# conf_int_mac_acc_seq

Figure 1. The metal 2 layer (conf_int_mac_acc_seq).
Scale bar: 20 um.
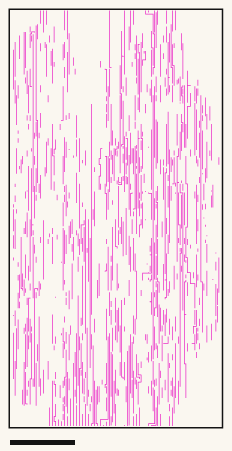

$ cat config.mk
export PLATFORM = sky130hd
export DESIGN_NAME = conf_int_mac_acc_seq
export DESIGN_NICKNAME = d
export VERILOG_FILES = /design/src/rtl/conf_int_mac_acc_seq.sv
export SDC_FILE = /design/constraint.sdc
export NUM_CORES = 1
export LEC_CHECK = 0
export ABC_AREA = 1
export ABC_CLOCK_PERIOD_IN_PS = 1700
export CAP_MARGIN = 20
export CORE_ASPECT_RATIO = 2
export CORE_UTILIZATION = 45
export DETAILED_ROUTE_END_ITERATION = 10
export GPL_TIMING_DRIVEN = 0
export PLACE_DENSITY = 0.76
export SYNTH_ARGS = -nofsm -noshare
export SYNTH_HDL_FRONTEND = slang
export SYNTH_SLANG_ARGS = --single-unit
$ cat constraint.sdc
create_clock -name clk -period 1.7 [get_ports clk]
set_input_delay 0.34 -clock clk [delete_from_list [all_inputs] [get_ports clk]]
set_output_delay 0.34 -clock clk [all_outputs]
set_load 0.03 [all_outputs]
$ cat src/rtl/conf_int_mac_acc_seq.sv
// Two-stage streaming multiply-accumulate sequencer driving an external combinational MAC.
// Optional reduced-precision operand mode is enabled by defining CONF_INT_MAC_ACC_SEQ_APX_EN.
module conf_int_mac_acc_seq #(
  parameter int DATA_PATH_BITWIDTH = 16,
  parameter int Pn                 = 4,
  parameter int CNT_W              = 8
) (
  input  logic                          clk,
  input  logic                          rst,
`ifdef CONF_INT_MAC_ACC_SEQ_APX_EN
  input  logic                          cfg_apx,
`endif
  input  logic                          in_valid,
  output logic                          in_ready,
  input  logic [DATA_PATH_BITWIDTH-1:0] in_a,
  input  logic [DATA_PATH_BITWIDTH-1:0] in_b,
  input  logic                          in_last,
  output logic [DATA_PATH_BITWIDTH-1:0] mac_a,
  output logic [DATA_PATH_BITWIDTH-1:0] mac_b,
  output logic [DATA_PATH_BITWIDTH-1:0] mac_c,
  input  logic [DATA_PATH_BITWIDTH-1:0] mac_d,
  output logic                          out_valid,
  input  logic                          out_ready,
  output logic [DATA_PATH_BITWIDTH-1:0] out_data,
  output logic [CNT_W-1:0]              out_count
);

  localparam int DW = DATA_PATH_BITWIDTH;
  localparam logic [DW-1:0] LOW_MASK = {{(DW-Pn){1'b1}}, {Pn{1'b0}}};

  typedef enum logic {IDLE, ACCUM} state_t;

  state_t          state_q, state_d;
  logic            v1_q, v1_d;
  logic            first1_q, first1_d;
  logic            last1_q, last1_d;
  logic [DW-1:0]   mac_a_q, mac_a_d;
  logic [DW-1:0]   mac_b_q, mac_b_d;
  logic [DW-1:0]   acc_q, acc_d;
  logic [CNT_W-1:0] cnt1_q, cnt1_d;
  logic            out_valid_q, out_valid_d;
  logic [DW-1:0]   out_data_q, out_data_d;
  logic [CNT_W-1:0] out_count_q, out_count_d;

  logic            apx_sel;
  logic [DW-1:0]   op_mask;
  logic            stall;
  logic            xfer;
  logic            capture;

`ifdef CONF_INT_MAC_ACC_SEQ_APX_EN
  assign apx_sel = cfg_apx;
`else
  assign apx_sel = 1'b0;
`endif

  assign op_mask  = apx_sel ? LOW_MASK : {DW{1'b1}};
  // A finished vector that cannot hand its result over blocks the whole pipe.
  assign stall    = v1_q & last1_q & out_valid_q & ~out_ready;
  assign in_ready = rst & ~stall;
  assign xfer     = in_valid & in_ready;
  assign capture  = v1_q & last1_q & ~stall;

  assign mac_a     = mac_a_q;
  assign mac_b     = mac_b_q;
  assign mac_c     = first1_q ? {DW{1'b0}} : acc_q;
  assign out_valid = out_valid_q;
  assign out_data  = out_data_q;
  assign out_count = out_count_q;

  always_comb begin
    state_d     = state_q;
    v1_d        = v1_q;
    first1_d    = first1_q;
    last1_d     = last1_q;
    mac_a_d     = mac_a_q;
    mac_b_d     = mac_b_q;
    cnt1_d      = cnt1_q;
    acc_d       = acc_q;
    out_valid_d = out_valid_q;
    out_data_d  = out_data_q;
    out_count_d = out_count_q;

    if (!stall) begin
      v1_d = xfer;
      if (v1_q) begin
        acc_d = mac_d;
      end
    end

    if (xfer) begin
      mac_a_d  = in_a & op_mask;
      mac_b_d  = in_b & op_mask;
      first1_d = (state_q == IDLE);
      last1_d  = in_last;
      if (state_q == IDLE) begin
        cnt1_d = {{(CNT_W-1){1'b0}}, 1'b1};
      end else if (cnt1_q != {CNT_W{1'b1}}) begin
        cnt1_d = cnt1_q + 1'b1;
      end
      case (state_q)
        IDLE:    state_d = in_last ? IDLE : ACCUM;
        ACCUM:   state_d = in_last ? IDLE : ACCUM;
        default: state_d = IDLE;
      endcase
    end

    if (capture) begin
      out_valid_d = 1'b1;
      out_data_d  = mac_d;
      out_count_d = cnt1_q;
    end else if (out_ready) begin
      out_valid_d = 1'b0;
    end
  end

  always_ff @(posedge clk or negedge rst) begin
    if (!rst) begin
      state_q     <= IDLE;
      v1_q        <= 1'b0;
      first1_q    <= 1'b0;
      last1_q     <= 1'b0;
      mac_a_q     <= '0;
      mac_b_q     <= '0;
      cnt1_q      <= '0;
      acc_q       <= '0;
      out_valid_q <= 1'b0;
      out_data_q  <= '0;
      out_count_q <= '0;
    end else begin
      state_q     <= state_d;
      v1_q        <= v1_d;
      first1_q    <= first1_d;
      last1_q     <= last1_d;
      mac_a_q     <= mac_a_d;
      mac_b_q     <= mac_b_d;
      cnt1_q      <= cnt1_d;
      acc_q       <= acc_d;
      out_valid_q <= out_valid_d;
      out_data_q  <= out_data_d;
      out_count_q <= out_count_d;
    end
  end

endmodule

# miner_job_link

File: src/rtl/miner_job_link.sv
`default_nettype none
// ============================================================================
// Module      : miner_job_link
// Description : Host byte-stream endpoint that loads one miner job frame,
//               launches the miner and returns a 6-byte result frame.
// Revision    : 1.0 - initial release
// ============================================================================
module miner_job_link #(
   parameter logic [7:0] HDR_JOB   = 8'hA5,
   parameter logic [7:0] HDR_RESP  = 8'h5A,
   parameter logic [7:0] CMD_ABORT = 8'hC3
) (
   input  logic         clk,
   input  logic         rst,
   input  logic         rx_valid,
   input  logic [7:0]   rx_data,
   output logic         rx_ready,
   output logic         tx_valid,
   output logic [7:0]   tx_data,
   input  logic         tx_ready,
   output logic         job_valid,
   output logic [95:0]  job_data,
   output logic [255:0] job_state,
   output logic [31:0]  job_nonce_base,
   output logic [255:0] job_target,
   input  logic         res_valid,
   input  logic [31:0]  res_nonce,
   input  logic         res_exhausted,
   output logic         busy
);

   typedef enum logic [2:0] {
      S_IDLE   = 3'd0,
      S_LOAD   = 3'd1,
      S_LAUNCH = 3'd2,
      S_BUSY   = 3'd3,
      S_SEND   = 3'd4
   } state_t;

   localparam logic [6:0] LAST_PAYLOAD = 7'd79;
   localparam logic [6:0] LAST_RESP    = 7'd5;

   state_t         state_q, state_d;
   logic [6:0]     cnt_q, cnt_d;
   logic           rx_ready_q, rx_ready_d;
   logic           tx_valid_q, tx_valid_d;
   logic [7:0]     tx_data_q, tx_data_d;
   logic           job_valid_q, job_valid_d;
   logic           busy_q, busy_d;
   logic [95:0]    job_data_q, job_data_d;
   logic [255:0]   job_state_q, job_state_d;
   logic [31:0]    nonce_base_q, nonce_base_d;
   logic [255:0]   target_q, target_d;
   logic [31:0]    nonce_q, nonce_d;
   logic           status_q, status_d;
   logic           exh_q;

   logic           rx_acc;
   logic           exh_rise;

   assign rx_acc   = rx_valid && rx_ready_q;
   assign exh_rise = res_exhausted && !exh_q;

   function automatic logic [7:0] resp_byte(input logic [6:0] idx, input logic st,
                                            input logic [31:0] n);
      logic [7:0] b;
      case (idx)
         7'd0:    b = HDR_RESP;
         7'd1:    b = {7'd0, st};
         7'd2:    b = n[7:0];
         7'd3:    b = n[15:8];
         7'd4:    b = n[23:16];
         7'd5:    b = n[31:24];
         default: b = 8'h00;
      endcase
      return b;
   endfunction

   always_comb begin
      state_d      = state_q;
      cnt_d        = cnt_q;
      tx_valid_d   = tx_valid_q;
      tx_data_d    = tx_data_q;
      job_valid_d  = 1'b0;
      busy_d       = busy_q;
      job_data_d   = job_data_q;
      job_state_d  = job_state_q;
      nonce_base_d = nonce_base_q;
      target_d     = target_q;
      nonce_d      = nonce_q;
      status_d     = status_q;

      case (state_q)
         S_IDLE: begin
            if (rx_acc && rx_data == HDR_JOB) begin
               state_d = S_LOAD;
               cnt_d   = 7'd0;
            end
         end
         S_LOAD: begin
            if (rx_acc) begin
               // Payload offset selects exactly one field byte; the rest hold.
               for (int i = 0; i < 12; i++)
                  if (cnt_q == 7'(i)) job_data_d[8*i +: 8] = rx_data;
               for (int i = 0; i < 32; i++)
                  if (cnt_q == 7'(i + 12)) job_state_d[8*i +: 8] = rx_data;
               for (int i = 0; i < 4; i++)
                  if (cnt_q == 7'(i + 44)) nonce_base_d[8*i +: 8] = rx_data;
               for (int i = 0; i < 32; i++)
                  if (cnt_q == 7'(i + 48)) target_d[8*i +: 8] = rx_data;
               if (cnt_q == LAST_PAYLOAD) begin
                  state_d     = S_LAUNCH;
                  job_valid_d = 1'b1;
                  busy_d      = 1'b1;
               end else begin
                  cnt_d = cnt_q + 7'd1;
               end
            end
         end
         S_LAUNCH: begin
            state_d = S_BUSY;
         end
         S_BUSY: begin
            // Priority: found, then exhausted edge, then abort.
            if (res_valid || exh_rise) begin
               nonce_d    = res_valid ? res_nonce : 32'd0;
               status_d   = res_valid;
               state_d    = S_SEND;
               cnt_d      = 7'd0;
               tx_valid_d = 1'b1;
               tx_data_d  = HDR_RESP;
            end else if (rx_acc && rx_data == CMD_ABORT) begin
               state_d = S_IDLE;
               busy_d  = 1'b0;
            end
         end
         S_SEND: begin
            if (tx_valid_q && tx_ready) begin
               if (cnt_q == LAST_RESP) begin
                  state_d    = S_IDLE;
                  tx_valid_d = 1'b0;
                  tx_data_d  = 8'h00;
                  busy_d     = 1'b0;
               end else begin
                  cnt_d     = cnt_q + 7'd1;
                  tx_data_d = resp_byte(cnt_q + 7'd1, status_q, nonce_q);
               end
            end
         end
         default: begin
            state_d = S_IDLE;
         end
      endcase

      rx_ready_d = (state_d == S_IDLE) || (state_d == S_LOAD) || (state_d == S_BUSY);
   end

   always_ff @(posedge clk) begin
      if (rst) begin
         state_q      <= S_IDLE;
         cnt_q        <= 7'd0;
         rx_ready_q   <= 1'b0;
         tx_valid_q   <= 1'b0;
         tx_data_q    <= 8'h00;
         job_valid_q  <= 1'b0;
         busy_q       <= 1'b0;
         job_data_q   <= '0;
         job_state_q  <= '0;
         nonce_base_q <= '0;
         target_q     <= '0;
         nonce_q      <= '0;
         status_q     <= 1'b0;
         exh_q        <= 1'b0;
      end else begin
         state_q      <= state_d;
         cnt_q        <= cnt_d;
         rx_ready_q   <= rx_ready_d;
         tx_valid_q   <= tx_valid_d;
         tx_data_q    <= tx_data_d;
         job_valid_q  <= job_valid_d;
         busy_q       <= busy_d;
         job_data_q   <= job_data_d;
         job_state_q  <= job_state_d;
         nonce_base_q <= nonce_base_d;
         target_q     <= target_d;
         nonce_q      <= nonce_d;
         status_q     <= status_d;
         exh_q        <= res_exhausted;
      end
   end

   assign rx_ready       = rx_ready_q;
   assign tx_valid       = tx_valid_q;
   assign tx_data        = tx_data_q;
   assign job_valid      = job_valid_q;
   assign busy           = busy_q;
   assign job_data       = job_data_q;
   assign job_state      = job_state_q;
   assign job_nonce_base = nonce_base_q;
   assign job_target     = target_q;

endmodule
`default_nettype wire

File: config.mk
export PLATFORM = sky130hd
export DESIGN_NAME = miner_job_link
export DESIGN_NICKNAME = d
export VERILOG_FILES = /design/src/rtl/miner_job_link.sv
export SDC_FILE = /design/constraint.sdc
export NUM_CORES = 2
export LEC_CHECK = 0
export CORE_AREA = 5 5 265 267
export DETAILED_ROUTE_END_ITERATION = 8
export DIE_AREA = 0 0 270 272
export GPL_TIMING_DRIVEN = 0
export HOLD_SLACK_MARGIN = 0.1
export PLACE_DENSITY = 0.7
export SLEW_MARGIN = 20
export SYNTH_ARGS = -nofsm -noshare
export SYNTH_HDL_FRONTEND = slang
export SYNTH_SLANG_ARGS = --single-unit
File: constraint.sdc
create_clock -name clk -period 4 [get_ports clk]
set_input_delay 1 -clock clk [delete_from_list [all_inputs] [get_ports clk]]
set_output_delay 1 -clock clk [all_outputs]
set_load 0.01 [all_outputs]

==> gallery <==
Supply network.
image #1
Scale bar: 20 um. Pins as bars on the die edge.
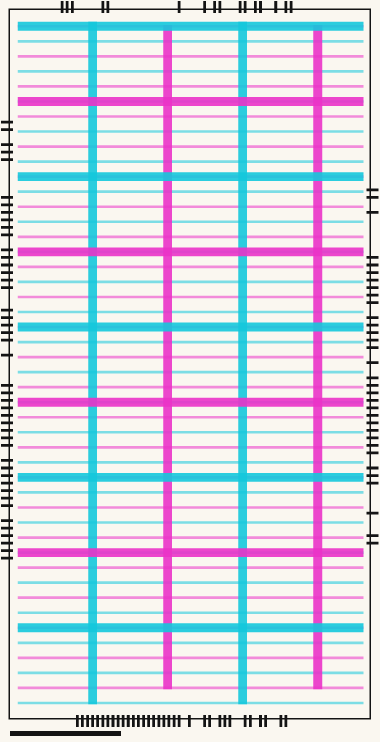
image #2
Scale bar: 100 um. Pins as bars on the die edge.
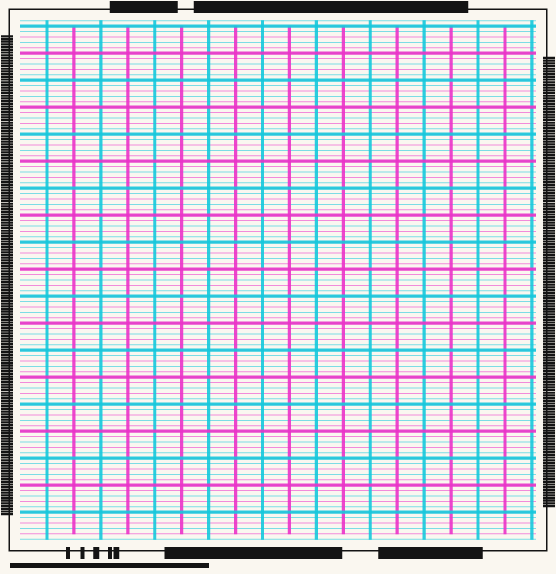
| picture | from |
|---|---|
| image #2 | miner_job_link |
| image #1 | conf_int_mac_acc_seq |
- largest die: image #2

Key to image #2:
magenta -> VDD
cyan -> VSS
signal pins = 698
met4 straps = 19
met5 straps = 19

Figure 2. Signal wires by layer (miner_job_link).
Scale bar: 100 um. Only two layers are drawn.
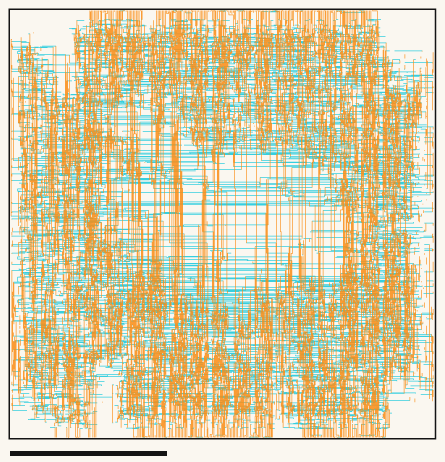
orange -> met2  # wire length 60.6 mm
cyan -> met1  # wire length 50.1 mm

Figure 3. Met3 routing (miner_job_link).
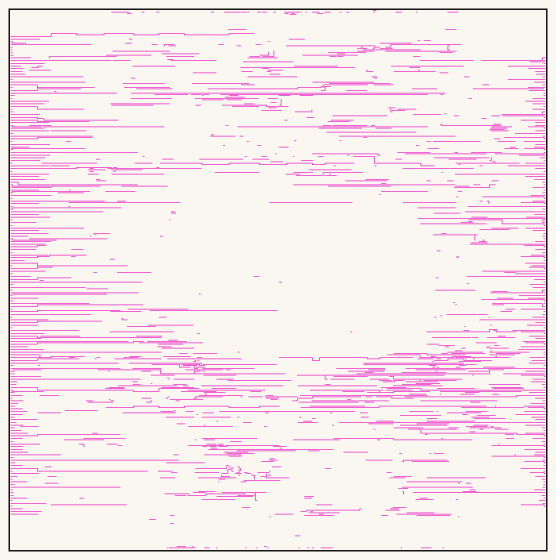
nets with wire on the layer = 745
main direction = horizontal
share of all routed wire = 11%

==> summary.txt, miner_job_link <==
impl run done, here's what came out: outcome completed, buffer-and-inverter tally for the worst setup path 2, Rows 96, largest net degree at the start of global routing 14, die height 272 um, Worst Hold Launch job_target[173], HPWL Detailed around 96000 um, Cell Area, Synth roughly 26000 um^2, Yosys Chip Area 25800 um^2, adder-cell share of the synthesized area less than 1%, Max Clock Freq 266 MHz, PD cells slightly above 400 nW/um^2, Post-synth EDFFs 0, DR pass1 iterations 6, Worst Hold End job_target[173], Sw Ratio 22.9%, slowest cell on the critical path nor2_1, Arr. time, crit path 4300 ps, root buffer cell clkbuf_16, antenna viol nets, final 0, number of buffers on the longest clock path 3, final hold violations 0, GR Util All Layers 33.4%, flop-to-flop setup slack 570 ps, via count 27.9k, CP Launch Type input pin, Max VDD drop 0.000337 V, Reg2Reg Capture Point job_state[92], Post-CTS Hold Buffers 0, PortBufs 688, gpl congestion a little over 0.9, TritonCTS buffer count ~76, cell type with the largest total area dfxtp_1, cell count after synthesis approximately 3.2k, RSZ-0062 raised after global routing false, post-place instance area 33800 um^2
## miner_job_link: layout make-up
| class | count | area (um^2) |
|---|---|---|
| fillers | 6377 | 31400 |
| flip-flops and latches | 696 | 13900 |
| multi-input cells | 2180 | 10700 |
| repair buffers | 689 | 6900 |
| clock buffers | 117 | 2320 |
| plain buffers | 303 | 1170 |
| well taps | 882 | 1100 |
| clock inverters | 22 | 322 |
| inverters | 8 | 30.0 |
| diodes | 1 | 2.50 |
## miner_job_link: layer usage
metal	GRT usage [%]	part of all wire [%]
met2	55.4	46
met3	10.8	11
met1	40.5	38
met4	13.3	4.8
met5	0	0.015
Figure 4. Signal wires by layer (conf_int_mac_acc_seq).
Scale bar: 20 um. Only two layers are drawn.
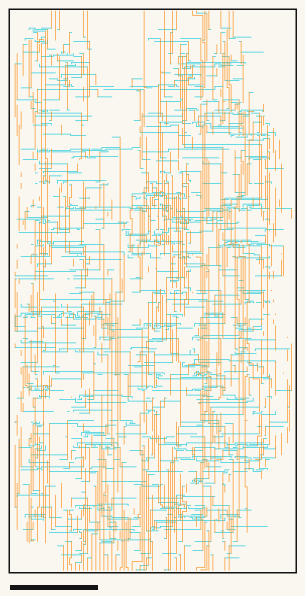
orange -> met2  # wire length 4550 um
cyan -> met1  # wire length 3100 um
Routed WL per cell: 12.8 um
via count: 3064
GR Util All Layers: 22.6%

Figure 5. Met3 routing (conf_int_mac_acc_seq).
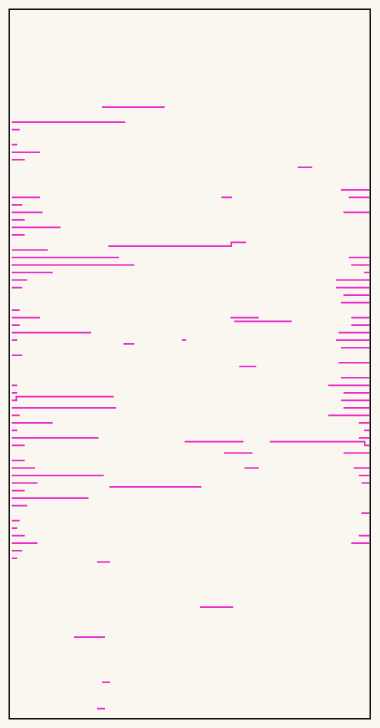
wire length on this layer = 503 um
longest straight run = 22.1 um

About Figure 1:
longest straight run = 80.9 um
share of all routed wire = 54%
main direction = vertical
wire length on this layer = 4550 um
nets with wire on the layer = 494

==> summary.txt, conf_int_mac_acc_seq <==
impl run done, here's what came out: outcome completed, clock group share of total power 31.3%, # DRC 0, aoi/oai-family share of the synthesized area 7.31%, Seq area share 40.5%, mean post-synth cell area between 8 and 9 um^2, htree depth 3, Commonest Layout Cell nand2_1, cell type with the largest total area dfrtp_1, cells in synth_stat.txt 415, WHS ~38 ps, M1 WL 3100 um, WL final 8360 um, ant diodes 0, top area cells in the synthesized netlist dfrtp_1 (59%), nand2_1 (18%), o21ai_0 (5.9%), inv_1 (5.1%), nor2_1 (2.6%), Leak 2.89 nW, adder-cell share of the synthesized area 0.350%, CP Launch Type flop, prevailing post-synth register cell dfrtp_1, Yosys Chip Area 3580 um^2, DR pass1 iterations 4, stages on the worst setup path 2, Max transition margin between 60% and 70%, worst min path class in2async, Post-synth seq share approximately 59%
## conf_int_mac_acc_seq: tightest hold or removal path: stages
cell	delay, ps
buf_12	80
buf_12	100
buf_12	210
## conf_int_mac_acc_seq: flip-flops by register name, summed over array words and instances (netlist names)
name / count
out_data: 16
cnt1_q: 8
acc_q: 16
mac_a: 16
last1_q: 1
mac_b: 16
first1_q: 1
state_q: 1
v1_q: 1
out_valid: 1
out_count: 8


==> gallery <==
Clock wiring as the flow saved it.
Plate I
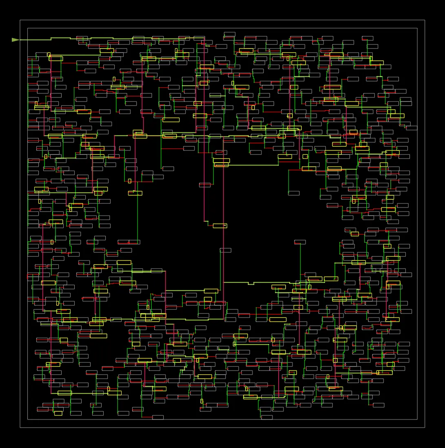
Plate II
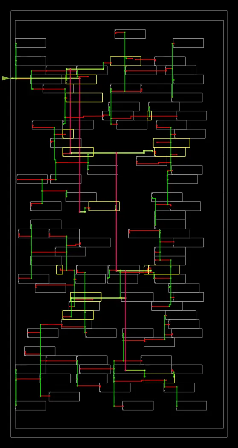
- miner_job_link = Plate I
- conf_int_mac_acc_seq = Plate II

Power is estimated from default activity; no workload was simulated.
